# pc_branch_ctrl_flat

$ cat config.mk
export PLATFORM = sky130hd
export DESIGN_NAME = pc_branch_ctrl_flat
export DESIGN_NICKNAME = d
export VERILOG_FILES = /design/src/rtl/pc_branch_ctrl_if.sv /design/src/rtl/pc_branch_ctrl.sv /design/src/flat_wrapper.sv
export SDC_FILE = /design/constraint.sdc
export NUM_CORES = 1
export LEC_CHECK = 0
export CAP_MARGIN = 20
export CORE_ASPECT_RATIO = 1.5
export CORE_MARGIN = 2
export CORE_UTILIZATION = 36
export CTS_CLUSTER_SIZE = 40
export DETAILED_ROUTE_END_ITERATION = 10
export HOLD_SLACK_MARGIN = 0.06
export PLACE_DENSITY_LB_ADDON = 0.25
export SYNTH_ARGS = -nofsm -noshare
export SYNTH_HDL_FRONTEND = slang
export SYNTH_SLANG_ARGS = --single-unit
$ cat constraint.sdc
create_clock -name clk -period 4.2 [get_ports clk]
set_input_delay 1.26 -clock clk [delete_from_list [all_inputs] [get_ports clk]]
set_output_delay 1.26 -clock clk [all_outputs]
set_load 0.01 [all_outputs]
$ cat src/rtl/pc_branch_ctrl_if.sv
// Control/status bundle between the instruction decoder, the ALU flag and pc_branch_ctrl.
// With BR_STATS_EN defined the bundle also carries the taken-branch counter br_cnt.
interface pc_branch_ctrl_if #(
    parameter int PC_W  = 10,
    parameter int IDX_W = 5
);
    logic             start;
    logic             stall;
    logic             halt_req;
    logic             jmp_en;
    logic             br_en;
    logic             br_flag;
    logic [IDX_W-1:0] tgt_idx;
    logic             lut_we;
    logic [IDX_W-1:0] lut_waddr;
    logic [PC_W-1:0]  lut_wdata;
    logic [PC_W-1:0]  pc_out;
    logic             busy;
    logic             done;
    logic             taken;
`ifdef BR_STATS_EN
    logic [15:0]      br_cnt;
`endif

    modport master (
        output start, stall, halt_req, jmp_en, br_en, br_flag, tgt_idx,
        output lut_we, lut_waddr, lut_wdata,
`ifdef BR_STATS_EN
        input  br_cnt,
`endif
        input  pc_out, busy, done, taken
    );

    modport slave (
        input  start, stall, halt_req, jmp_en, br_en, br_flag, tgt_idx,
        input  lut_we, lut_waddr, lut_wdata,
`ifdef BR_STATS_EN
        output br_cnt,
`endif
        output pc_out, busy, done, taken
    );
endinterface

$ cat src/rtl/pc_branch_ctrl.sv
// Program counter / branch resolution: IDLE-RUN-HALTED sequencer plus a writable table of
// signed PC offsets. Define BR_STATS_EN to add the saturating taken-branch counter br_cnt.
module pc_branch_ctrl #(
    parameter int PC_W       = 10,
    parameter int IDX_W      = 5,
    parameter int START_ADDR = 0
) (
    input  logic               clk,
    input  logic               rst_n,
    pc_branch_ctrl_if.slave    bus
);
    localparam int              LUT_DEPTH = 1 << IDX_W;
    localparam logic [PC_W-1:0] START_PC  = PC_W'(START_ADDR);

    typedef enum logic [1:0] {
        ST_IDLE,
        ST_RUN,
        ST_HALTED
    } state_t;

    state_t          state_reg, state_next;
    logic [PC_W-1:0] pc_reg, pc_next;
    logic            taken_reg, taken_next;
    logic            start_load;
    logic            take_evt;

    logic [PC_W-1:0] lut_mem [0:LUT_DEPTH-1];
    logic [PC_W-1:0] offset;
    logic [PC_W-1:0] pc_seq;
    logic [PC_W-1:0] pc_tgt;
    logic            branch_take;

    // Offset table: asynchronous read so a same-cycle write is only seen on the next cycle.
    always_ff @(posedge clk) begin
        if (bus.lut_we) begin
            lut_mem[bus.lut_waddr] <= bus.lut_wdata;
        end
    end

    assign offset      = lut_mem[bus.tgt_idx];
    assign pc_seq      = pc_reg + PC_W'(1);
    assign pc_tgt      = pc_reg + offset;
    assign branch_take = bus.jmp_en | (bus.br_en & bus.br_flag);

    always_ff @(posedge clk or negedge rst_n) begin
        if (!rst_n) begin
            state_reg <= ST_IDLE;
            pc_reg    <= START_PC;
            taken_reg <= 1'b0;
        end else begin
            state_reg <= state_next;
            pc_reg    <= pc_next;
            taken_reg <= taken_next;
        end
    end

    always_comb begin
        state_next = state_reg;
        pc_next    = pc_reg;
        taken_next = taken_reg;
        start_load = 1'b0;
        take_evt   = 1'b0;
        unique case (state_reg)
            ST_IDLE, ST_HALTED: begin
                if (bus.start) begin
                    state_next = ST_RUN;
                    pc_next    = START_PC;
                    taken_next = 1'b0;
                    start_load = 1'b1;
                end
            end
            ST_RUN: begin
                // Halt outranks jump/branch; a stall freezes everything, including a pending halt.
                if (!bus.stall) begin
                    if (bus.halt_req) begin
                        state_next = ST_HALTED;
                        taken_next = 1'b0;
                    end else if (branch_take) begin
                        pc_next    = pc_tgt;
                        taken_next = 1'b1;
                        take_evt   = 1'b1;
                    end else begin
                        pc_next    = pc_seq;
                        taken_next = 1'b0;
                    end
                end
            end
            default: begin
                state_next = ST_IDLE;
            end
        endcase
    end

    assign bus.pc_out = pc_reg;
    assign bus.busy   = (state_reg == ST_RUN);
    assign bus.done   = (state_reg == ST_HALTED);
    assign bus.taken  = taken_reg;

`ifdef BR_STATS_EN
    logic [15:0] br_cnt_reg;

    always_ff @(posedge clk or negedge rst_n) begin
        if (!rst_n) begin
            br_cnt_reg <= 16'h0000;
        end else if (start_load) begin
            br_cnt_reg <= 16'h0000;
        end else if (take_evt && (br_cnt_reg != 16'hFFFF)) begin
            br_cnt_reg <= br_cnt_reg + 16'h0001;
        end
    end

    assign bus.br_cnt = br_cnt_reg;
`else
    logic unused_stats;
    assign unused_stats = start_load ^ take_evt;
`endif
endmodule
$ cat src/flat_wrapper.sv
// flat-port wrapper written by rule: the top's interface ports become plain ports
module pc_branch_ctrl_flat 
#(
    parameter int PC_W       = 10,
    parameter int IDX_W      = 5,
    parameter int START_ADDR = 0
)
  (clk, rst_n, bus_start, bus_stall, bus_halt_req, bus_jmp_en, bus_br_en, bus_br_flag, bus_tgt_idx, bus_lut_we, bus_lut_waddr, bus_lut_wdata, bus_pc_out, bus_busy, bus_done, bus_taken);
  pc_branch_ctrl_if #(.PC_W(PC_W), .IDX_W(IDX_W)) bus_i ();
  input  logic clk;
  input  logic rst_n;
  input wire logic [$bits(bus_i.start)-1:0] bus_start;
  input wire logic [$bits(bus_i.stall)-1:0] bus_stall;
  input wire logic [$bits(bus_i.halt_req)-1:0] bus_halt_req;
  input wire logic [$bits(bus_i.jmp_en)-1:0] bus_jmp_en;
  input wire logic [$bits(bus_i.br_en)-1:0] bus_br_en;
  input wire logic [$bits(bus_i.br_flag)-1:0] bus_br_flag;
  input wire logic [$bits(bus_i.tgt_idx)-1:0] bus_tgt_idx;
  input wire logic [$bits(bus_i.lut_we)-1:0] bus_lut_we;
  input wire logic [$bits(bus_i.lut_waddr)-1:0] bus_lut_waddr;
  input wire logic [$bits(bus_i.lut_wdata)-1:0] bus_lut_wdata;
  output wire logic [$bits(bus_i.pc_out)-1:0] bus_pc_out;
  output wire logic [$bits(bus_i.busy)-1:0] bus_busy;
  output wire logic [$bits(bus_i.done)-1:0] bus_done;
  output wire logic [$bits(bus_i.taken)-1:0] bus_taken;
  assign bus_i.start = bus_start;
  assign bus_i.stall = bus_stall;
  assign bus_i.halt_req = bus_halt_req;
  assign bus_i.jmp_en = bus_jmp_en;
  assign bus_i.br_en = bus_br_en;
  assign bus_i.br_flag = bus_br_flag;
  assign bus_i.tgt_idx = bus_tgt_idx;
  assign bus_i.lut_we = bus_lut_we;
  assign bus_i.lut_waddr = bus_lut_waddr;
  assign bus_i.lut_wdata = bus_lut_wdata;
  assign bus_pc_out = bus_i.pc_out;
  assign bus_busy = bus_i.busy;
  assign bus_done = bus_i.done;
  assign bus_taken = bus_i.taken;
  pc_branch_ctrl #(.PC_W(PC_W), .IDX_W(IDX_W), .START_ADDR(START_ADDR)) u_core (.clk(clk), .rst_n(rst_n), .bus(bus_i));
endmodule
# accum_arbiter

File: config.mk
export PLATFORM = sky130hd
export DESIGN_NAME = accum_arbiter
export DESIGN_NICKNAME = d
export VERILOG_FILES = /design/src/rtl/accum_pkg.sv /design/src/rtl/accum_tag_fifo.sv /design/src/rtl/accum_arbiter.sv
export SDC_FILE = /design/constraint.sdc
export NUM_CORES = 1
export LEC_CHECK = 0
export CAP_MARGIN = 25
export CORE_AREA = 2 2 746 748
export CTS_CLUSTER_SIZE = 30
export DETAILED_ROUTE_END_ITERATION = 7
export DIE_AREA = 0 0 748 750
export GPL_TIMING_DRIVEN = 0
export SETUP_SLACK_MARGIN = 0.1
export SYNTH_ARGS = -nofsm -noshare
export SYNTH_HDL_FRONTEND = slang
export SYNTH_SLANG_ARGS = --single-unit
File: constraint.sdc
create_clock -name clk -period 5.3 [get_ports clk]
set_clock_uncertainty 0.15 [all_clocks]
set_input_delay 1.06 -clock clk [delete_from_list [all_inputs] [get_ports clk]]
set_output_delay 1.06 -clock clk [all_outputs]
set_load 0.005 [all_outputs]
File: src/rtl/accum_pkg.sv
`default_nettype none
// ============================================================================
//  Module      : accum_pkg
//  Description : Shared constants and types for the accumulator-bank arbiter.
//                Holds the default geometry of one accumulator bank group,
//                the arbiter state encoding and the requester id type.
//  Revision    : 1.0  initial release
// ============================================================================
package accum_pkg;

    localparam int c_NUM_REQ      = 4;
    localparam int c_NUM_BANKS    = 4;
    localparam int c_ADDR_WIDTH   = 9;
    localparam int c_DATA_WIDTH   = 64;
    localparam int c_RD_TAG_DEPTH = 4;
    localparam int c_REQ_ID_W     = $clog2(c_NUM_REQ);
    localparam int c_PERF_CNT_W   = 16;

    typedef enum logic [0:0] {
        IDLE  = 1'b0,
        WDATA = 1'b1
    } arb_state_e;

    typedef logic [c_REQ_ID_W-1:0] req_id_t;

endpackage
`default_nettype wire

File: src/rtl/accum_tag_fifo.sv
`default_nettype none
// ============================================================================
//  Module      : accum_tag_fifo
//  Description : Synchronous FIFO of requester ids. Remembers which requester
//                issued each outstanding read so returning data can be routed
//                back in order. Push while full and pop while empty are
//                ignored; a simultaneous push and pop at full is accepted.
//  Revision    : 1.0  initial release
//  Ports       : clk, rstn       clock / asynchronous active-low reset
//                push, push_data enqueue a requester id
//                pop             dequeue the head entry
//                head            current head id (valid when !empty)
//                full, empty     occupancy flags (from registered count)
//                count           number of stored entries
// ============================================================================
module accum_tag_fifo
    import accum_pkg::*;
#(
    parameter int DEPTH = c_RD_TAG_DEPTH,
    parameter int WIDTH = $bits(req_id_t),
    localparam int PTR_W = $clog2(DEPTH),
    localparam int CNT_W = $clog2(DEPTH) + 1
) (
    input  logic             clk,
    input  logic             rstn,
    input  logic             push,
    input  logic [WIDTH-1:0] push_data,
    input  logic             pop,
    output logic [WIDTH-1:0] head,
    output logic             full,
    output logic             empty,
    output logic [CNT_W-1:0] count
);

    logic [WIDTH-1:0] mem_q [DEPTH];
    logic [WIDTH-1:0] mem_d [DEPTH];
    logic [PTR_W-1:0] wr_ptr_q, wr_ptr_d;
    logic [PTR_W-1:0] rd_ptr_q, rd_ptr_d;
    logic [CNT_W-1:0] count_q, count_d;
    logic             w_push_ok;
    logic             w_pop_ok;

    assign full  = (count_q == CNT_W'(DEPTH));
    assign empty = (count_q == '0);
    assign count = count_q;
    assign head  = mem_q[rd_ptr_q];

    // Full is taken from the registered count, so a push at full is only
    // accepted together with a pop that frees the slot.
    assign w_push_ok = push & (~full | pop);
    assign w_pop_ok  = pop & ~empty;

    always_comb begin
        mem_d    = mem_q;
        wr_ptr_d = wr_ptr_q;
        rd_ptr_d = rd_ptr_q;
        count_d  = count_q;
        if (w_push_ok) begin
            mem_d[wr_ptr_q] = push_data;
            wr_ptr_d        = wr_ptr_q + PTR_W'(1);
        end
        if (w_pop_ok) begin
            rd_ptr_d = rd_ptr_q + PTR_W'(1);
        end
        case ({w_push_ok, w_pop_ok})
            2'b10:   count_d = count_q + CNT_W'(1);
            2'b01:   count_d = count_q - CNT_W'(1);
            default: count_d = count_q;
        endcase
    end

    always_ff @(posedge clk or negedge rstn) begin
        if (!rstn) begin
            for (int i = 0; i < DEPTH; i++) begin
                mem_q[i] <= '0;
            end
            wr_ptr_q <= '0;
            rd_ptr_q <= '0;
            count_q  <= '0;
        end else begin
            mem_q    <= mem_d;
            wr_ptr_q <= wr_ptr_d;
            rd_ptr_q <= rd_ptr_d;
            count_q  <= count_d;
        end
    end

endmodule
`default_nettype wire

File: src/rtl/accum_arbiter.sv
`default_nettype none
// ============================================================================
//  Module      : accum_arbiter
//  Description : Round-robin arbiter sharing one accumulator bank group
//                between NUM_REQ requesters. The winning command passes
//                through combinationally; a granted write locks the bus until
//                its data beat is accepted; read responses are routed back to
//                their issuer in order through a tag FIFO.
//  Revision    : 1.0  initial release
//  Ports       : clk, rstn                     clock / async active-low reset
//                s_valid/s_ready/s_rw/s_accum_en/s_mask/s_addr
//                                              per-requester command channel
//                s_wvalid/s_wready/s_wdata     per-requester write channel
//                s_rvalid/s_rdata              routed read valid, broadcast data
//                m_valid/m_ready/m_rw/m_accum_en/m_mask/m_addr
//                                              downstream command channel
//                m_wvalid/m_wready/m_wdata     downstream write channel
//                m_rvalid/m_rdata              downstream read return
//                err                           sticky: read return, no tag
//                perf_grants                   per-requester 16-bit saturating
//                                              grant counters, only present
//                                              when ACCUM_ARB_PERF_EN is defined
// ============================================================================
module accum_arbiter
    import accum_pkg::*;
#(
    parameter int NUM_REQ      = c_NUM_REQ,
    parameter int NUM_BANKS    = c_NUM_BANKS,
    parameter int ADDR_WIDTH   = c_ADDR_WIDTH,
    parameter int DATA_WIDTH   = c_DATA_WIDTH,
    parameter int RD_TAG_DEPTH = c_RD_TAG_DEPTH
) (
    input  logic                                  clk,
    input  logic                                  rstn,
    input  logic [NUM_REQ-1:0]                    s_valid,
    output logic [NUM_REQ-1:0]                    s_ready,
    input  logic [NUM_REQ-1:0]                    s_rw,
    input  logic [NUM_REQ-1:0]                    s_accum_en,
    input  logic [NUM_REQ*NUM_BANKS-1:0]          s_mask,
    input  logic [NUM_REQ*ADDR_WIDTH-1:0]         s_addr,
    input  logic [NUM_REQ-1:0]                    s_wvalid,
    output logic [NUM_REQ-1:0]                    s_wready,
    input  logic [NUM_REQ*NUM_BANKS*DATA_WIDTH-1:0] s_wdata,
    output logic [NUM_REQ-1:0]                    s_rvalid,
    output logic [NUM_BANKS*DATA_WIDTH-1:0]       s_rdata,
    output logic                                  m_valid,
    input  logic                                  m_ready,
    output logic                                  m_rw,
    output logic                                  m_accum_en,
    output logic [NUM_BANKS-1:0]                  m_mask,
    output logic [ADDR_WIDTH-1:0]                 m_addr,
    output logic                                  m_wvalid,
    input  logic                                  m_wready,
    output logic [NUM_BANKS*DATA_WIDTH-1:0]       m_wdata,
    input  logic                                  m_rvalid,
    input  logic [NUM_BANKS*DATA_WIDTH-1:0]       m_rdata,
    output logic                                  err
`ifdef ACCUM_ARB_PERF_EN
    ,
    output logic [NUM_REQ*c_PERF_CNT_W-1:0]       perf_grants
`endif
);

    localparam int ID_W  = $clog2(NUM_REQ);
    localparam int WD_W  = NUM_BANKS * DATA_WIDTH;
    localparam int CNT_W = $clog2(RD_TAG_DEPTH) + 1;

    arb_state_e        state_q, state_d;
    logic [ID_W-1:0]   rr_ptr_q, rr_ptr_d;
    logic [ID_W-1:0]   owner_q, owner_d;
    logic              err_q, err_d;

    logic [NUM_REQ-1:0] w_eligible;
    logic               w_found;
    logic [ID_W-1:0]    w_winner;
    logic [ID_W-1:0]    w_idx;
    logic               w_push;
    logic               w_pop;
    logic [ID_W-1:0]    w_head;
    logic               w_fifo_full;
    logic               w_fifo_empty;
    logic [CNT_W-1:0]   w_unused_tag_count;

    accum_tag_fifo #(
        .DEPTH (RD_TAG_DEPTH),
        .WIDTH (ID_W)
    ) u_tag_fifo (
        .clk       (clk),
        .rstn      (rstn),
        .push      (w_push),
        .push_data (w_winner),
        .pop       (w_pop),
        .head      (w_head),
        .full      (w_fifo_full),
        .empty     (w_fifo_empty),
        .count     (w_unused_tag_count)
    );

    // A read can only win while a tag slot is free; writes are always
    // eligible. Blocked readers are simply skipped in the rotation.
    assign w_eligible = s_valid & (s_rw | {NUM_REQ{~w_fifo_full}});

    // Rotating priority search starting at rr_ptr.
    always_comb begin
        w_found  = 1'b0;
        w_winner = '0;
        w_idx    = '0;
        for (int i = 0; i < NUM_REQ; i++) begin
            w_idx = ID_W'((int'(rr_ptr_q) + i) % NUM_REQ);
            if (!w_found && w_eligible[w_idx]) begin
                w_found  = 1'b1;
                w_winner = w_idx;
            end
        end
    end

    // Command / write-data channel control. Handshake outputs are gated with
    // rstn so nothing is presented downstream while reset is held.
    always_comb begin
        state_d    = state_q;
        rr_ptr_d   = rr_ptr_q;
        owner_d    = owner_q;
        s_ready    = '0;
        s_wready   = '0;
        m_valid    = 1'b0;
        m_rw       = 1'b0;
        m_accum_en = 1'b0;
        m_mask     = '0;
        m_addr     = '0;
        m_wvalid   = 1'b0;
        m_wdata    = '0;
        w_push     = 1'b0;
        if (rstn) begin
            case (state_q)
                IDLE: begin
                    if (w_found) begin
                        m_valid           = 1'b1;
                        m_rw              = s_rw[w_winner];
                        m_accum_en        = s_accum_en[w_winner];
                        m_mask            = s_mask[w_winner*NUM_BANKS +: NUM_BANKS];
                        m_addr            = s_addr[w_winner*ADDR_WIDTH +: ADDR_WIDTH];
                        s_ready[w_winner] = m_ready;
                        if (m_ready) begin
                            rr_ptr_d = (w_winner == ID_W'(NUM_REQ - 1)) ? '0
                                                                        : w_winner + ID_W'(1);
                            if (s_rw[w_winner]) begin
                                owner_d = w_winner;
                                state_d = WDATA;
                            end else begin
                                w_push = 1'b1;
                            end
                        end
                    end
                end
                WDATA: begin
                    m_wvalid          = s_wvalid[owner_q];
                    m_wdata           = s_wdata[owner_q*WD_W +: WD_W];
                    s_wready[owner_q] = m_wready;
                    if (m_wvalid && m_wready) begin
                        state_d = IDLE;
                    end
                end
                default: state_d = IDLE;
            endcase
        end
    end

    // Read return routing: the FIFO head names the requester that owns the
    // returning beat. A return with no tag outstanding sets the sticky error.
    always_comb begin
        s_rvalid = '0;
        s_rdata  = m_rdata;
        w_pop    = rstn & m_rvalid & ~w_fifo_empty;
        if (w_pop) begin
            s_rvalid[w_head] = 1'b1;
        end
        err_d = err_q | (m_rvalid & w_fifo_empty);
    end

    assign err = err_q;

    always_ff @(posedge clk or negedge rstn) begin
        if (!rstn) begin
            state_q  <= IDLE;
            rr_ptr_q <= '0;
            owner_q  <= '0;
            err_q    <= 1'b0;
        end else begin
            state_q  <= state_d;
            rr_ptr_q <= rr_ptr_d;
            owner_q  <= owner_d;
            err_q    <= err_d;
        end
    end

`ifdef ACCUM_ARB_PERF_EN
    // s_ready is only ever high on a completed command handshake.
    for (genvar gi = 0; gi < NUM_REQ; gi++) begin : g_perf
        logic [c_PERF_CNT_W-1:0] cnt_q, cnt_d;

        always_comb begin
            cnt_d = cnt_q;
            if (s_ready[gi] && (cnt_q != {c_PERF_CNT_W{1'b1}})) begin
                cnt_d = cnt_q + c_PERF_CNT_W'(1);
            end
        end

        always_ff @(posedge clk or negedge rstn) begin
            if (!rstn) begin
                cnt_q <= '0;
            end else begin
                cnt_q <= cnt_d;
            end
        end

        assign perf_grants[gi*c_PERF_CNT_W +: c_PERF_CNT_W] = cnt_q;
    end
`endif

endmodule
`default_nettype wire


==> layout pictures side by side <==
Clock nets.
picture 1
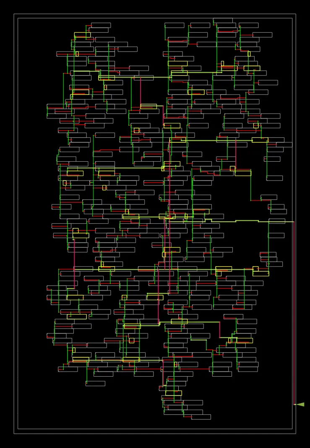
picture 2
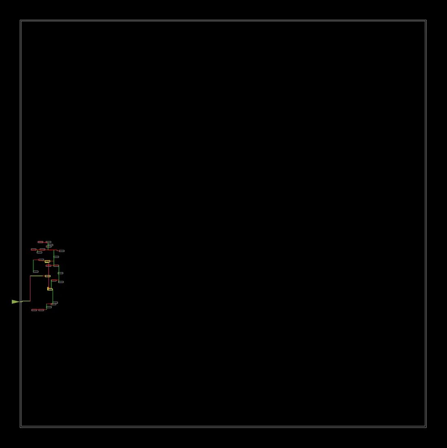
Of these, most clock buffers: picture 1
Of these, most sequential cells: picture 1
Picture 2 comes from accum_arbiter.
Picture 1 comes from pc_branch_ctrl_flat.

Fig. 1: accum_arbiter, clock distribution
Bar = 200 um.
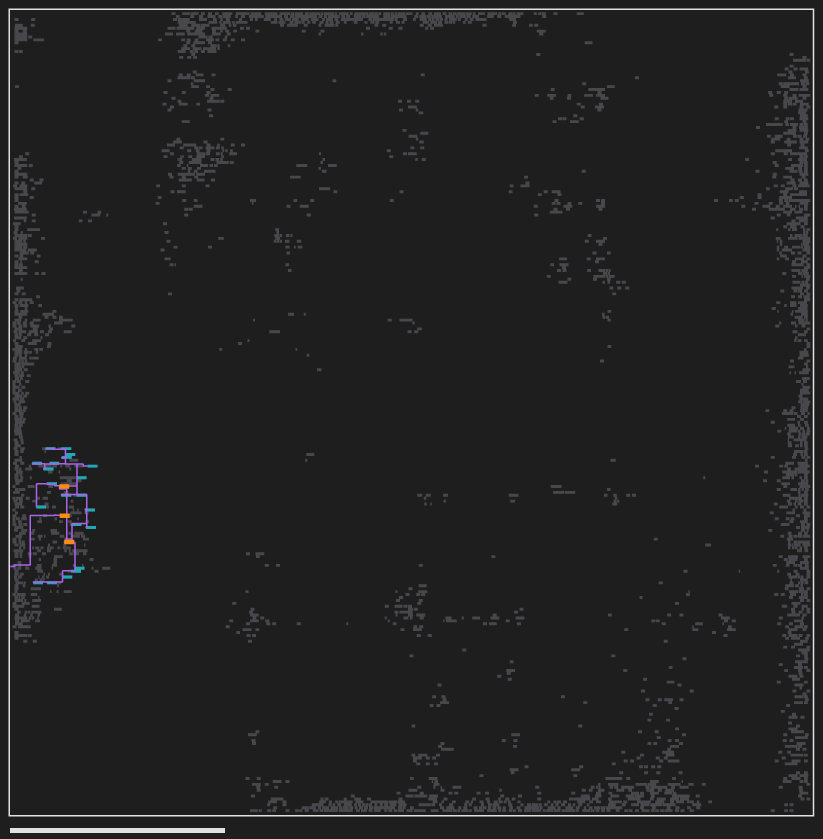
Key: clock-net drivers = orange [count 3]; flip-flops = cyan [count 21]; clock wires = purple [length 514 um]
Position of the flops: west. There are 4 routed clock nets.

Fig. 2: accum_arbiter, M4 wires
Supply wires on this layer in gray.
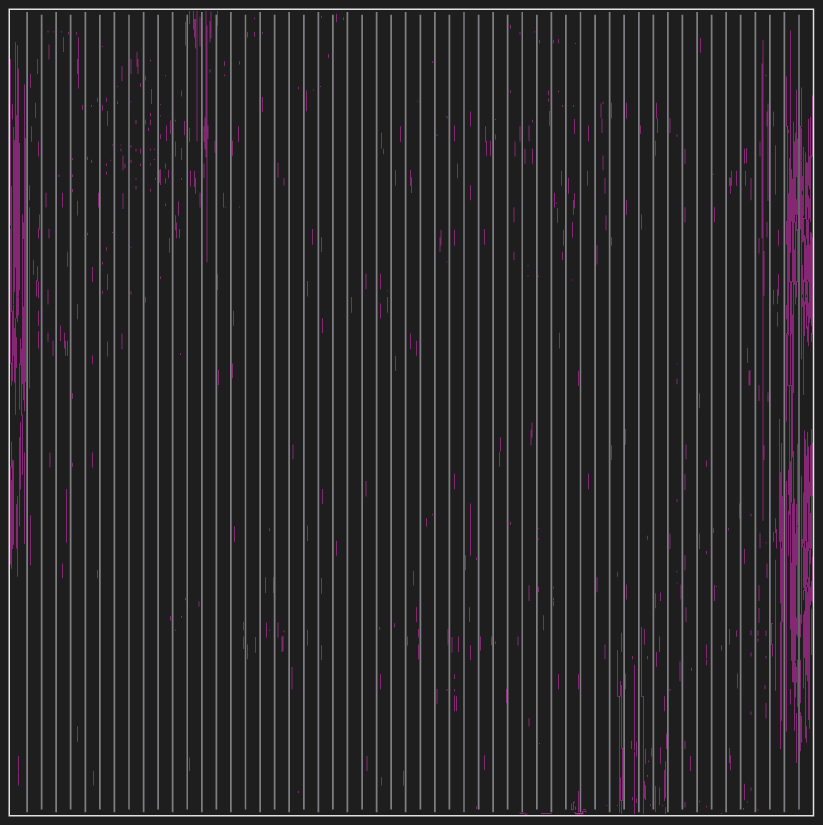
The layer carries 19400 um of wire. The wires run mostly vertical. The layer holds 4.5% of the routed length. The longest straight run is 447 um. 574 nets have wire on it.

==> flow_summary.json, accum_arbiter <==
{
  "fin_crit_sh_pct": 98.6,
  "p_clk_share_pct": 1.9,
  "share_comb_of_total_power_pct": 94.9,
  "firstDrtPassIters": 5,
  "status": "finished clean",
  "n_all_buffers": 2031,
  "wl_per_cell_um": 42.1,
  "synth-edff-count": 0,
  "grt_max_degree": 18,
  "ys.flop_type": "dfrtp_1",
  "wl_met3_mm": 73.4,
  "nonClkBufAreaFrac_pct": 50.4,
  "vdd_drop_max_uv": 409,
  "biggestCellCategory": "buffers",
  "clock-sinks": 21,
  "ys_ff": 21,
  "chipArea_mm2": 0.561,
  "drv_slew": 0,
  "synth_cell_types": 47,
  "p_seq_share_pct": 3.3,
  "dpl_cell_area_mm2": 0.0377,
  "crit_family": "buffers and inverters",
  "maxPowerGroup": "combinational logic",
  "syn_area_mm2": 0.0115,
  "die_h_um": 750
}
[accum_arbiter: routing by layer]
layer  vias up  global-route usage (%)
li1       7450                       -
met4       342                    4.77
met1      9745                    15.5
met5         -                   0.875
met2      2716                    21.9
met3      1297                    12.1
[accum_arbiter: synth_stat cells, types with 10 or more instances]
| library cell | count |
|---|---|
| and2_1 | 263 |
| mux4_2 | 259 |
| buf_4 | 257 |
| clkbuf_1 | 53 |
| buf_1 | 40 |
| a211oi_1 | 28 |
| dfrtp_1 | 21 |
| nand2_1 | 18 |
| mux2i_1 | 15 |
| nor2b_1 | 14 |
| inv_1 | 10 |
| nor2_1 | 10 |
Fig. 3: pc_branch_ctrl_flat, sizing map
Bar = 50 um.
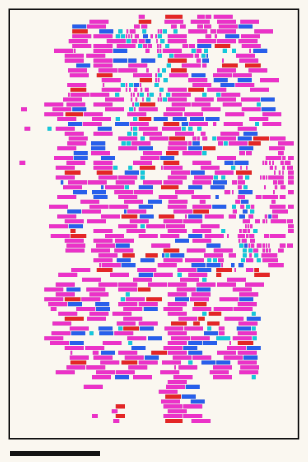
Key: x3 and x4 = cyan [cells 94, share 12%]; x1 and smaller = magenta [cells 518, share 66%]; x2 = blue [cells 118, share 15%]; x6 and larger = red [cells 59, share 7.5%]

==> flow_summary.json, pc_branch_ctrl_flat <==
{
  "setup_viol": 0,
  "cp.arrival_ns": 4.53,
  "inv_count": 5,
  "synth_cell_types": 46,
  "ys.flop_type": "edfxtp_1",
  "clkSlewWorstSetupHoldPaths_ns": 0.07,
  "comb_share_pct": 19.5,
  "grtUsageTotal_pct": 15.7,
  "status": "finished clean",
  "synth-edff-count": 320,
  "largest_reg_flops": 320,
  "cts_resized": 3,
  "maxPowerGroup": "sequential cells",
  "cp-end-kind": "flip-flop",
  "sh_seq_area_pct": 61.2,
  "power.total_uw": 7290,
  "skew_ns": 0.0210,
  "boundaryPins": 42,
  "relSlewSlack_pct": 32.9,
  "fillers": 3140,
  "logic_area_mm2": 0.00317,
  "dp.cells": 1195,
  "drv_slew": 0,
  "p_seq_share_pct": 51.8,
  "clock-sinks": 333,
  "avgSynthCellArea_um2": 21.7,
  "hold-worst-slack_ns": 0.474
}
-- pc_branch_ctrl_flat: critical path: stages --
cell	delay, ns
buf_12	0.12
buf_12	0.14
mux4_2	0.52
mux4_2	0.49
a211o_1	0.29
ha_2	0.20
fa_2	0.35
a21o_1	0.20
a21oi_2	0.16
o21bai_1	0.11
a211o_1	0.26
a31oi_1	0.19
xor2_1	0.16
o21ai_1	0.07
-- pc_branch_ctrl_flat: cell families after synthesis --
kind of cell    share of synthesized area, %
flops                                   74.9
simple gates                            2.79
compound gates                          1.95
xor+xnor                               0.462
buf+inv                                 1.48
mux                                     17.4
fa+ha+maj                               1.00

# dest_router

Fig. 4: dest_router, clock nets
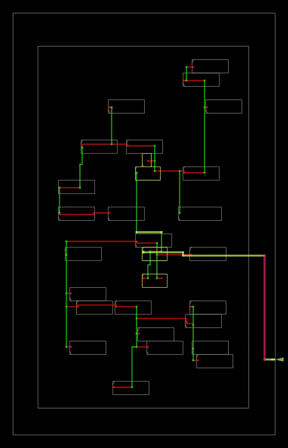

===== config.mk =====
export PLATFORM = sky130hd
export DESIGN_NAME = dest_router
export DESIGN_NICKNAME = d
export VERILOG_FILES = /design/src/rtl/dest_router_pkg.sv /design/src/rtl/dest_router_counter.sv /design/src/rtl/dest_router.sv
export SDC_FILE = /design/constraint.sdc
export NUM_CORES = 1
export LEC_CHECK = 0
export ABC_CLOCK_PERIOD_IN_PS = 1650
export CORE_ASPECT_RATIO = 1.75
export CORE_MARGIN = 5
export CORE_UTILIZATION = 40
export CTS_CLUSTER_SIZE = 28
export DETAILED_ROUTE_END_ITERATION = 10
export HOLD_SLACK_MARGIN = 0.08
export PLACE_DENSITY_LB_ADDON = 0.3
export SLEW_MARGIN = 10
export SYNTH_ARGS = -nofsm -noshare
export SYNTH_HDL_FRONTEND = slang
export SYNTH_SLANG_ARGS = --single-unit

===== constraint.sdc =====
create_clock -name clk -period 1.65 [get_ports clk]
set_input_delay 0.2475 -clock clk [delete_from_list [all_inputs] [get_ports clk]]
set_output_delay 0.2475 -clock clk [all_outputs]
set_load 0.05 [all_outputs]

===== src/rtl/dest_router_pkg.sv =====
// -----------------------------------------------------------------------------
// dest_router_pkg
//   Shared definitions for the destination router slice:
//     - state_t           : holding-register state (EMPTY / READY / BLOCKED)
//     - DEST_LSB_DEFAULT  : default bit position of the 2-bit destination field
//     - NUM_DEST          : number of output FIFOs served by the router
//     - dest_onehot()     : 2-bit destination -> one-hot push vector
// -----------------------------------------------------------------------------
package dest_router_pkg;

    typedef enum logic [1:0] {
        EMPTY   = 2'd0,
        READY   = 2'd1,
        BLOCKED = 2'd2
    } state_t;

    localparam int unsigned DEST_LSB_DEFAULT = 8;
    localparam int unsigned NUM_DEST         = 4;

    function automatic logic [NUM_DEST-1:0] dest_onehot(input logic [1:0] dest);
        return NUM_DEST'(1) << dest;
    endfunction

endpackage


===== src/rtl/dest_router_counter.sv =====
// -----------------------------------------------------------------------------
// dest_counter
//   Free-running push counter for one destination; wraps modulo 2^CNT_W.
//   Ports:
//     clk    : clock, rising edge
//     reset  : synchronous, active-high; clears the count
//     inc_i  : increment at this edge
//     cnt_o  : current count
// -----------------------------------------------------------------------------
module dest_counter #(
    parameter int unsigned CNT_W = 8
) (
    input  logic             clk,
    input  logic             reset,
    input  logic             inc_i,
    output logic [CNT_W-1:0] cnt_o
);

    logic [CNT_W-1:0] cnt_q;

    always_ff @(posedge clk) begin
        if (reset) begin
            cnt_q <= '0;
        end else if (inc_i) begin
            cnt_q <= cnt_q + CNT_W'(1);
        end
    end

    assign cnt_o = cnt_q;

endmodule


===== src/rtl/dest_router.sv =====
// -----------------------------------------------------------------------------
// dest_router
//   Routes words from the arbiter mux into one of four output FIFOs selected by
//   the 2-bit field in_data[DEST_LSB+1:DEST_LSB]. A single holding register H
//   buffers the word; it issues when its destination FIFO is not almost full.
//   Optional per-destination push counters: define DEST_ROUTER_CNT_EN.
//   Ports:
//     clk, reset             : clock (rising edge), synchronous active-high reset
//     in_valid, in_data      : word offered by the arbiter mux
//     in_ready               : word accepted this cycle (stalls arbiter pops)
//     almost_full_P0..P3     : almost-full flags of the output FIFOs
//     push_F0..F3            : registered push strobes (at most one high)
//     out_data               : registered data bus shared by all output FIFOs
//     cnt_P0..P3             : words pushed per destination (0 when disabled)
// -----------------------------------------------------------------------------
module dest_router
    import dest_router_pkg::*;
#(
    parameter int unsigned DATA_W   = 10,
    parameter int unsigned DEST_LSB = DEST_LSB_DEFAULT,
    parameter int unsigned CNT_W    = 8
) (
    input  logic              clk,
    input  logic              reset,
    input  logic              in_valid,
    input  logic [DATA_W-1:0] in_data,
    output logic              in_ready,
    input  logic              almost_full_P0,
    input  logic              almost_full_P1,
    input  logic              almost_full_P2,
    input  logic              almost_full_P3,
    output logic              push_F0,
    output logic              push_F1,
    output logic              push_F2,
    output logic              push_F3,
    output logic [DATA_W-1:0] out_data,
    output logic [CNT_W-1:0]  cnt_P0,
    output logic [CNT_W-1:0]  cnt_P1,
    output logic [CNT_W-1:0]  cnt_P2,
    output logic [CNT_W-1:0]  cnt_P3
);

    logic [DATA_W-1:0]   h_data_q,   h_data_d;
    logic                h_valid_q,  h_valid_d;
    logic [NUM_DEST-1:0] push_q,     push_d;
    logic [DATA_W-1:0]   out_data_q, out_data_d;

    logic [1:0]          dest;
    logic [NUM_DEST-1:0] almost_full;
    state_t              state;
    logic                accept;

    assign almost_full = {almost_full_P3, almost_full_P2, almost_full_P1, almost_full_P0};
    assign dest        = h_data_q[DEST_LSB +: 2];

    // State is a pure function of H and the live almost-full flag, so a flag
    // rising at the issuing edge blocks that push.
    always_comb begin
        state = EMPTY;
        if (h_valid_q) begin
            state = almost_full[dest] ? BLOCKED : READY;
        end
    end

    assign in_ready = (state != BLOCKED);
    assign accept   = in_valid && in_ready;

    always_comb begin
        h_data_d   = h_data_q;
        h_valid_d  = h_valid_q;
        push_d     = '0;
        out_data_d = out_data_q;

        if (state == READY) begin
            push_d     = dest_onehot(dest);
            out_data_d = h_data_q;
            h_valid_d  = 1'b0;
        end
        // A new acceptance overrides the clear above: issue and refill in the
        // same edge sustains one word per cycle.
        if (accept) begin
            h_data_d  = in_data;
            h_valid_d = 1'b1;
        end
    end

    always_ff @(posedge clk) begin
        if (reset) begin
            h_data_q   <= '0;
            h_valid_q  <= 1'b0;
            push_q     <= '0;
            out_data_q <= '0;
        end else begin
            h_data_q   <= h_data_d;
            h_valid_q  <= h_valid_d;
            push_q     <= push_d;
            out_data_q <= out_data_d;
        end
    end

    assign push_F0  = push_q[0];
    assign push_F1  = push_q[1];
    assign push_F2  = push_q[2];
    assign push_F3  = push_q[3];
    assign out_data = out_data_q;

`ifdef DEST_ROUTER_CNT_EN
    // Counters step on the same edge that registers the push strobe.
    dest_counter #(.CNT_W(CNT_W)) u_cnt0 (.clk(clk), .reset(reset), .inc_i(push_d[0]), .cnt_o(cnt_P0));
    dest_counter #(.CNT_W(CNT_W)) u_cnt1 (.clk(clk), .reset(reset), .inc_i(push_d[1]), .cnt_o(cnt_P1));
    dest_counter #(.CNT_W(CNT_W)) u_cnt2 (.clk(clk), .reset(reset), .inc_i(push_d[2]), .cnt_o(cnt_P2));
    dest_counter #(.CNT_W(CNT_W)) u_cnt3 (.clk(clk), .reset(reset), .inc_i(push_d[3]), .cnt_o(cnt_P3));
`else
    assign cnt_P0 = '0;
    assign cnt_P1 = '0;
    assign cnt_P2 = '0;
    assign cnt_P3 = '0;
`endif

endmodule


# alu_divider_seq

`src/rtl/alu_pkg.sv`:
```
// Shared definitions for the saturating integer ALU and its sequential divider:
// opcode encoding, divider FSM states, N/V/Z flag bundle and saturation limits.
package alu_pkg;

    typedef enum logic [1:0] {
        OP_ADD = 2'b00,
        OP_SUB = 2'b01,
        OP_MUL = 2'b10,
        OP_DIV = 2'b11
    } alu_op_t;

    typedef enum logic [1:0] {
        ST_IDLE,
        ST_CALC,
        ST_FIX,
        ST_DONE
    } div_state_t;

    typedef struct packed {
        logic n;
        logic v;
        logic z;
    } alu_flags_t;

    // Largest signed value of a w-bit word, 2^(w-1)-1, as a raw bit pattern.
    function automatic logic [63:0] sat_max(input int unsigned w);
        return (64'd1 << (w - 1)) - 64'd1;
    endfunction

    // Smallest signed value of a w-bit word, -2^(w-1), as a raw w-bit pattern.
    function automatic logic [63:0] sat_min(input int unsigned w);
        return 64'd1 << (w - 1);
    endfunction

endpackage

```
`src/rtl/alu_saturate.sv`:
```
// Clamp a (DATA_WIDTH+1)-bit signed value into DATA_WIDTH bits, flagging V on clamp.
// Purely combinational; shared by the add/sub/mul paths and the divider.
module alu_saturate
    import alu_pkg::*;
#(
    parameter int DATA_WIDTH = 8
) (
    input  logic [DATA_WIDTH:0]   din,
    output logic [DATA_WIDTH-1:0] dout,
    output logic                  v
);

    localparam logic [DATA_WIDTH-1:0] MAXV = DATA_WIDTH'(sat_max(DATA_WIDTH));
    localparam logic [DATA_WIDTH-1:0] MINV = DATA_WIDTH'(sat_min(DATA_WIDTH));

    // Out of range exactly when the two top bits disagree; the top bit gives the direction.
    always_comb begin
        dout = din[DATA_WIDTH-1:0];
        v    = 1'b0;
        if (din[DATA_WIDTH] != din[DATA_WIDTH-1]) begin
            v    = 1'b1;
            dout = din[DATA_WIDTH] ? MINV : MAXV;
        end
    end

endmodule

```
`src/rtl/alu_divider_seq.sv`:
```
// Multi-cycle signed restoring divider with saturation and N/V/Z flags.
// Optional remainder output: define ALU_DIV_REMAINDER_EN to add the Rem port.
//
// state   | meaning
// IDLE    | waiting for start; clears busy/done left over from the last divide
// CALC    | one restoring step per cycle, DATA_WIDTH cycles, MSB first
// FIX     | apply signs, saturate, handle divide-by-zero, register results
// DONE    | pulse done for one cycle
module alu_divider_seq
    import alu_pkg::*;
#(
    parameter int DATA_WIDTH = 8
) (
    input  logic                  clk,
    input  logic                  rst_n,
    input  logic                  start,
    input  logic [DATA_WIDTH-1:0] A,
    input  logic [DATA_WIDTH-1:0] B,
    output logic                  busy,
    output logic                  done,
    output logic [DATA_WIDTH-1:0] Out,
    output logic                  N,
    output logic                  V,
    output logic                  Z
`ifdef ALU_DIV_REMAINDER_EN
    ,
    output logic [DATA_WIDTH-1:0] Rem
`endif
);

    localparam int CW = $clog2(DATA_WIDTH);
    localparam logic [DATA_WIDTH-1:0] MAXV = DATA_WIDTH'(sat_max(DATA_WIDTH));
    localparam logic [DATA_WIDTH-1:0] MINV = DATA_WIDTH'(sat_min(DATA_WIDTH));

    div_state_t            state;
    logic [CW-1:0]         cnt;
    logic                  sa;
    logic                  sb;
    logic                  bz;
    logic [DATA_WIDTH-1:0] dq;      // dividend magnitude shifting out, quotient bits shifting in
    logic [DATA_WIDTH-1:0] rem;     // partial remainder, always below |B| so W bits suffice
    logic [DATA_WIDTH:0]   mag_b;   // |B| needs W+1 bits for |-2^(W-1)|
    logic [DATA_WIDTH:0]   trial;
    logic [DATA_WIDTH:0]   q_signed;
    logic [DATA_WIDTH-1:0] q_sat;
    logic                  q_ovf;
    alu_flags_t            flags;

    assign trial    = {rem, dq[DATA_WIDTH-1]};
    assign q_signed = (sa ^ sb) ? (~{1'b0, dq} + 1'b1) : {1'b0, dq};

    assign N = flags.n;
    assign V = flags.v;
    assign Z = flags.z;

    alu_saturate #(.DATA_WIDTH(DATA_WIDTH)) u_sat (
        .din  (q_signed),
        .dout (q_sat),
        .v    (q_ovf)
    );

    // Divider FSM with all outputs registered; latency is fixed regardless of operands.
    always_ff @(posedge clk or negedge rst_n) begin
        if (!rst_n) begin
            state <= ST_IDLE;
            cnt   <= '0;
            sa    <= 1'b0;
            sb    <= 1'b0;
            bz    <= 1'b0;
            dq    <= '0;
            rem   <= '0;
            mag_b <= '0;
            busy  <= 1'b0;
            done  <= 1'b0;
            Out   <= '0;
            flags <= '{n: 1'b0, v: 1'b0, z: 1'b1};
`ifdef ALU_DIV_REMAINDER_EN
            Rem   <= '0;
`else
            // remainder stays internal to the restoring datapath
`endif
        end else begin
            done <= 1'b0;
            case (state)
                ST_IDLE: begin
                    // busy still high here means done just fell: a start now is ignored
                    if (busy) begin
                        busy <= 1'b0;
                    end else if (start) begin
                        sa    <= A[DATA_WIDTH-1];
                        sb    <= B[DATA_WIDTH-1];
                        bz    <= (B == '0);
                        dq    <= A[DATA_WIDTH-1] ? (~A + 1'b1) : A;
                        mag_b <= B[DATA_WIDTH-1] ? ({1'b0, ~B} + 1'b1) : {1'b0, B};
                        rem   <= '0;
                        cnt   <= '0;
                        busy  <= 1'b1;
                        state <= ST_CALC;
                    end
                end
                ST_CALC: begin
                    if (trial >= mag_b) begin
                        rem <= DATA_WIDTH'(trial - mag_b);
                        dq  <= {dq[DATA_WIDTH-2:0], 1'b1};
                    end else begin
                        rem <= trial[DATA_WIDTH-1:0];
                        dq  <= {dq[DATA_WIDTH-2:0], 1'b0};
                    end
                    cnt <= cnt + 1'b1;
                    if (cnt == CW'(DATA_WIDTH - 1)) begin
                        state <= ST_FIX;
                    end
                end
                ST_FIX: begin
                    if (bz) begin
                        Out   <= sa ? MINV : MAXV;
                        flags <= '{n: sa, v: 1'b1, z: 1'b0};
                    end else begin
                        Out   <= q_sat;
                        flags <= '{n: q_sat[DATA_WIDTH-1], v: q_ovf, z: (q_sat == '0)};
                    end
`ifdef ALU_DIV_REMAINDER_EN
                    if (bz) begin
                        Rem <= '0;
                    end else begin
                        Rem <= sa ? (~rem + 1'b1) : rem;
                    end
`endif
                    state <= ST_DONE;
                end
                ST_DONE: begin
                    done  <= 1'b1;
                    state <= ST_IDLE;
                end
                default: begin
                    state <= ST_IDLE;
                end
            endcase
        end
    end

endmodule
```
`config.mk`:
```
export PLATFORM = sky130hd
export DESIGN_NAME = alu_divider_seq
export DESIGN_NICKNAME = d
export VERILOG_FILES = /design/src/rtl/alu_pkg.sv /design/src/rtl/alu_saturate.sv /design/src/rtl/alu_divider_seq.sv
export SDC_FILE = /design/constraint.sdc
export NUM_CORES = 1
export LEC_CHECK = 0
export ABC_AREA = 1
export CAP_MARGIN = 30
export CORE_MARGIN = 2
export CORE_UTILIZATION = 55
export CTS_CLUSTER_DIAMETER = 50
export CTS_CLUSTER_SIZE = 20
export DETAILED_ROUTE_END_ITERATION = 12
export PLACE_DENSITY_LB_ADDON = 0.15
export SYNTH_ARGS = -nofsm -noshare
export SYNTH_HDL_FRONTEND = slang
export SYNTH_HIERARCHICAL = 1
export SYNTH_SLANG_ARGS = --single-unit
```
`constraint.sdc`:
```
create_clock -name clk -period 7.9 [get_ports clk]
set_clock_uncertainty 0.2 [all_clocks]
set_input_delay 1.58 -clock clk [delete_from_list [all_inputs] [get_ports clk]]
set_output_delay 1.58 -clock clk [all_outputs]
set_load 0.05 [all_outputs]
```
Fig. 5: alu_divider_seq, selected gate families
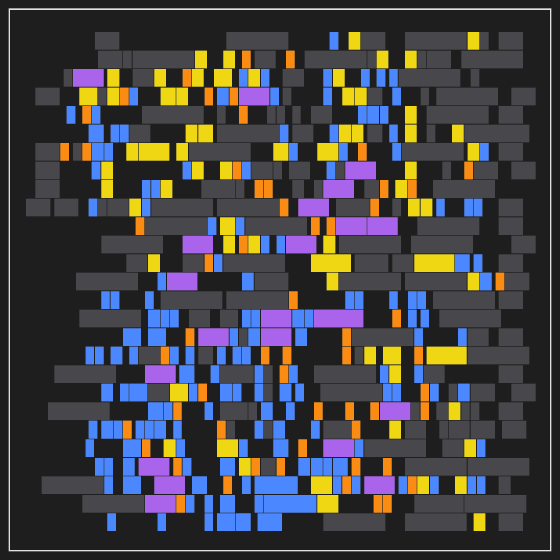
Key: aoi and oai cells = yellow [cells 66]; fa/ha/maj cells = purple [cells 21]; inv cells = orange [cells 58]; nand cells = blue [cells 155]

==> flow_summary.json, alu_divider_seq <==
{
  "status": "finished clean",
  "hold_viol_final": 0,
  "dp.cells": 510,
  "comb_share_pct": 48.3,
  "instances_no_fill": 518,
  "ctsHoldBuffers": 0,
  "yosysTopAreaCellShare_pct": 35.3,
  "fmax_ghz": 0.294,
  "worst_slack_ns": 4.50,
  "logic_gates": 303,
  "logic_area_mm2": 0.00172,
  "ys_ff": 45,
  "synth-edff-count": 0,
  "clkSlewWorstSetupHoldPaths_ns": 0.09,
  "die_w_um": 79.3,
  "avgSynthCellArea_um2": 7.52,
  "final-clk-cell-share_pct": 2.35,
  "cp_max_fo": 2,
  "relSlewSlack_pct": 57.8,
  "viasPerCell": 5.20,
  "cts_tree": "yes",
  "dpl_cell_area_mm2": 0.00348,
  "postCtsSetupBuffers": 0,
  "setup_viol": 0,
  "nWellTaps": 72
}
[alu_divider_seq: state kept, by name, indices dropped and copies added, names as in the netlist]
| signal | cells |
|---|---|
| busy | 1 |
| rem | 8 |
| cnt | 3 |
| sa | 1 |
| Z | 1 |
| V | 1 |
| dq | 8 |
| Out | 8 |
| mag_b | 9 |
| state | 2 |
| bz | 1 |
| sb | 1 |
| done | 1 |
Fig. 6: dest_router, clock distribution
Bar = 20 um.
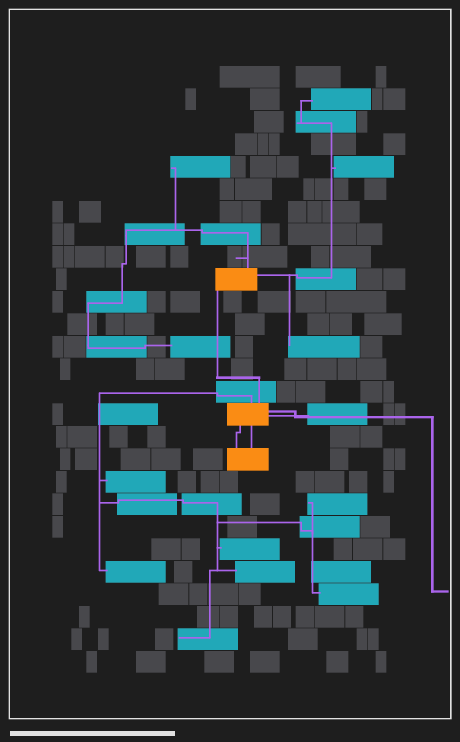
Key: clock wires = purple [length 304 um]; clock-net drivers = orange [count 3]; flip-flops = cyan [count 25]
There are 4 routed clock nets.

About Fig. 4:
CTS Sinks: 25
final-layout clock buffer total: 3
clk_skew: 0.00203 ns
Latency at later pin: 0.26 ns

==> flow_summary.json, dest_router <==
{
  "ctsHoldBuffers": 0,
  "hold_viol_final": 0,
  "cp-start-kind": "flip-flop",
  "die_w_um": 53.2,
  "grt_overflow_total": 0,
  "wl_met3_um": 227,
  "vias": 877,
  "setup_viol": 0,
  "grt_max_degree": 18,
  "yosys_warnings": 0,
  "ys_seq_share_pct": 38.3,
  "cp.arrival_ns": 1.38,
  "final_area_mm2": 0.00163,
  "setup_tns_ns": 0,
  "top_logic_kind": "buffers and inverters",
  "min_delay_worst_endpoint": "push_q[2]",
  "logic_area_um2": 662,
  "lay_top_count": "conb_1",
  "status": "finished clean",
  "startpoint": "h_data_q[8]",
  "clockBufferDepth": 2,
  "synth_cell_types": 21,
  "hp-start": "almost_full_P2",
  "grt_pass1_wl_mm": 3.77
}
[dest_router: layout make-up]
cell class	instances	area share [%]
multi-input combinational	99	40.7
sequential	25	31.0
clock buffer	3	2.54
tap	43	3.31
inverter	1	0.231
clock inverter	1	0.308
timing repair buffer	38	21.9
[dest_router: layer usage]
layer | vias up | GRT usage, %
met2 | 45 | 19.9
met3 | 2 | 2.96
li1 | 438 | -
met4 | 0 | 4.19
met1 | 392 | 11.1
met5 | - | 0
[dest_router: timing repair]
action,in CTS,in global routing
buffers inserted,3,0
resized,6,4
pin swaps,1,1
setup endpoints to repair,1,10

==> screenshots <==
Register map, names as in the netlist.
Other sequential cells in the stronger gray, the rest of the logic in the fainter gray.
shot_01.png
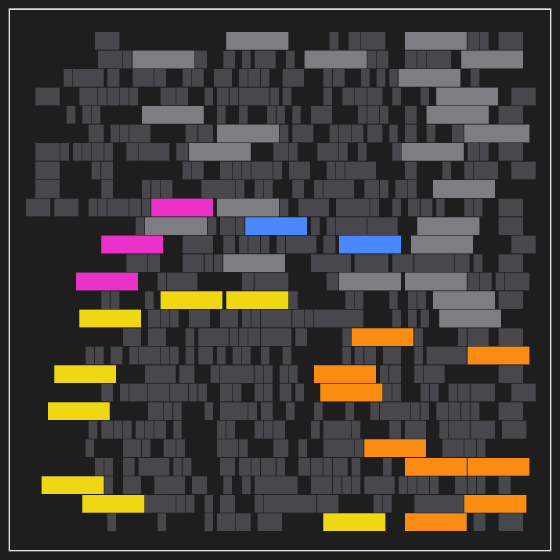
shot_02.png
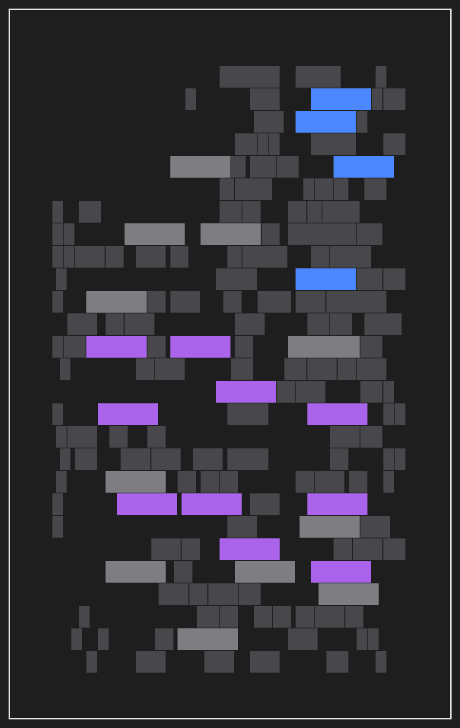
shot_02.png -> dest_router
shot_01.png -> alu_divider_seq
- most cells: shot_01.png
- most sequential cells: shot_01.png


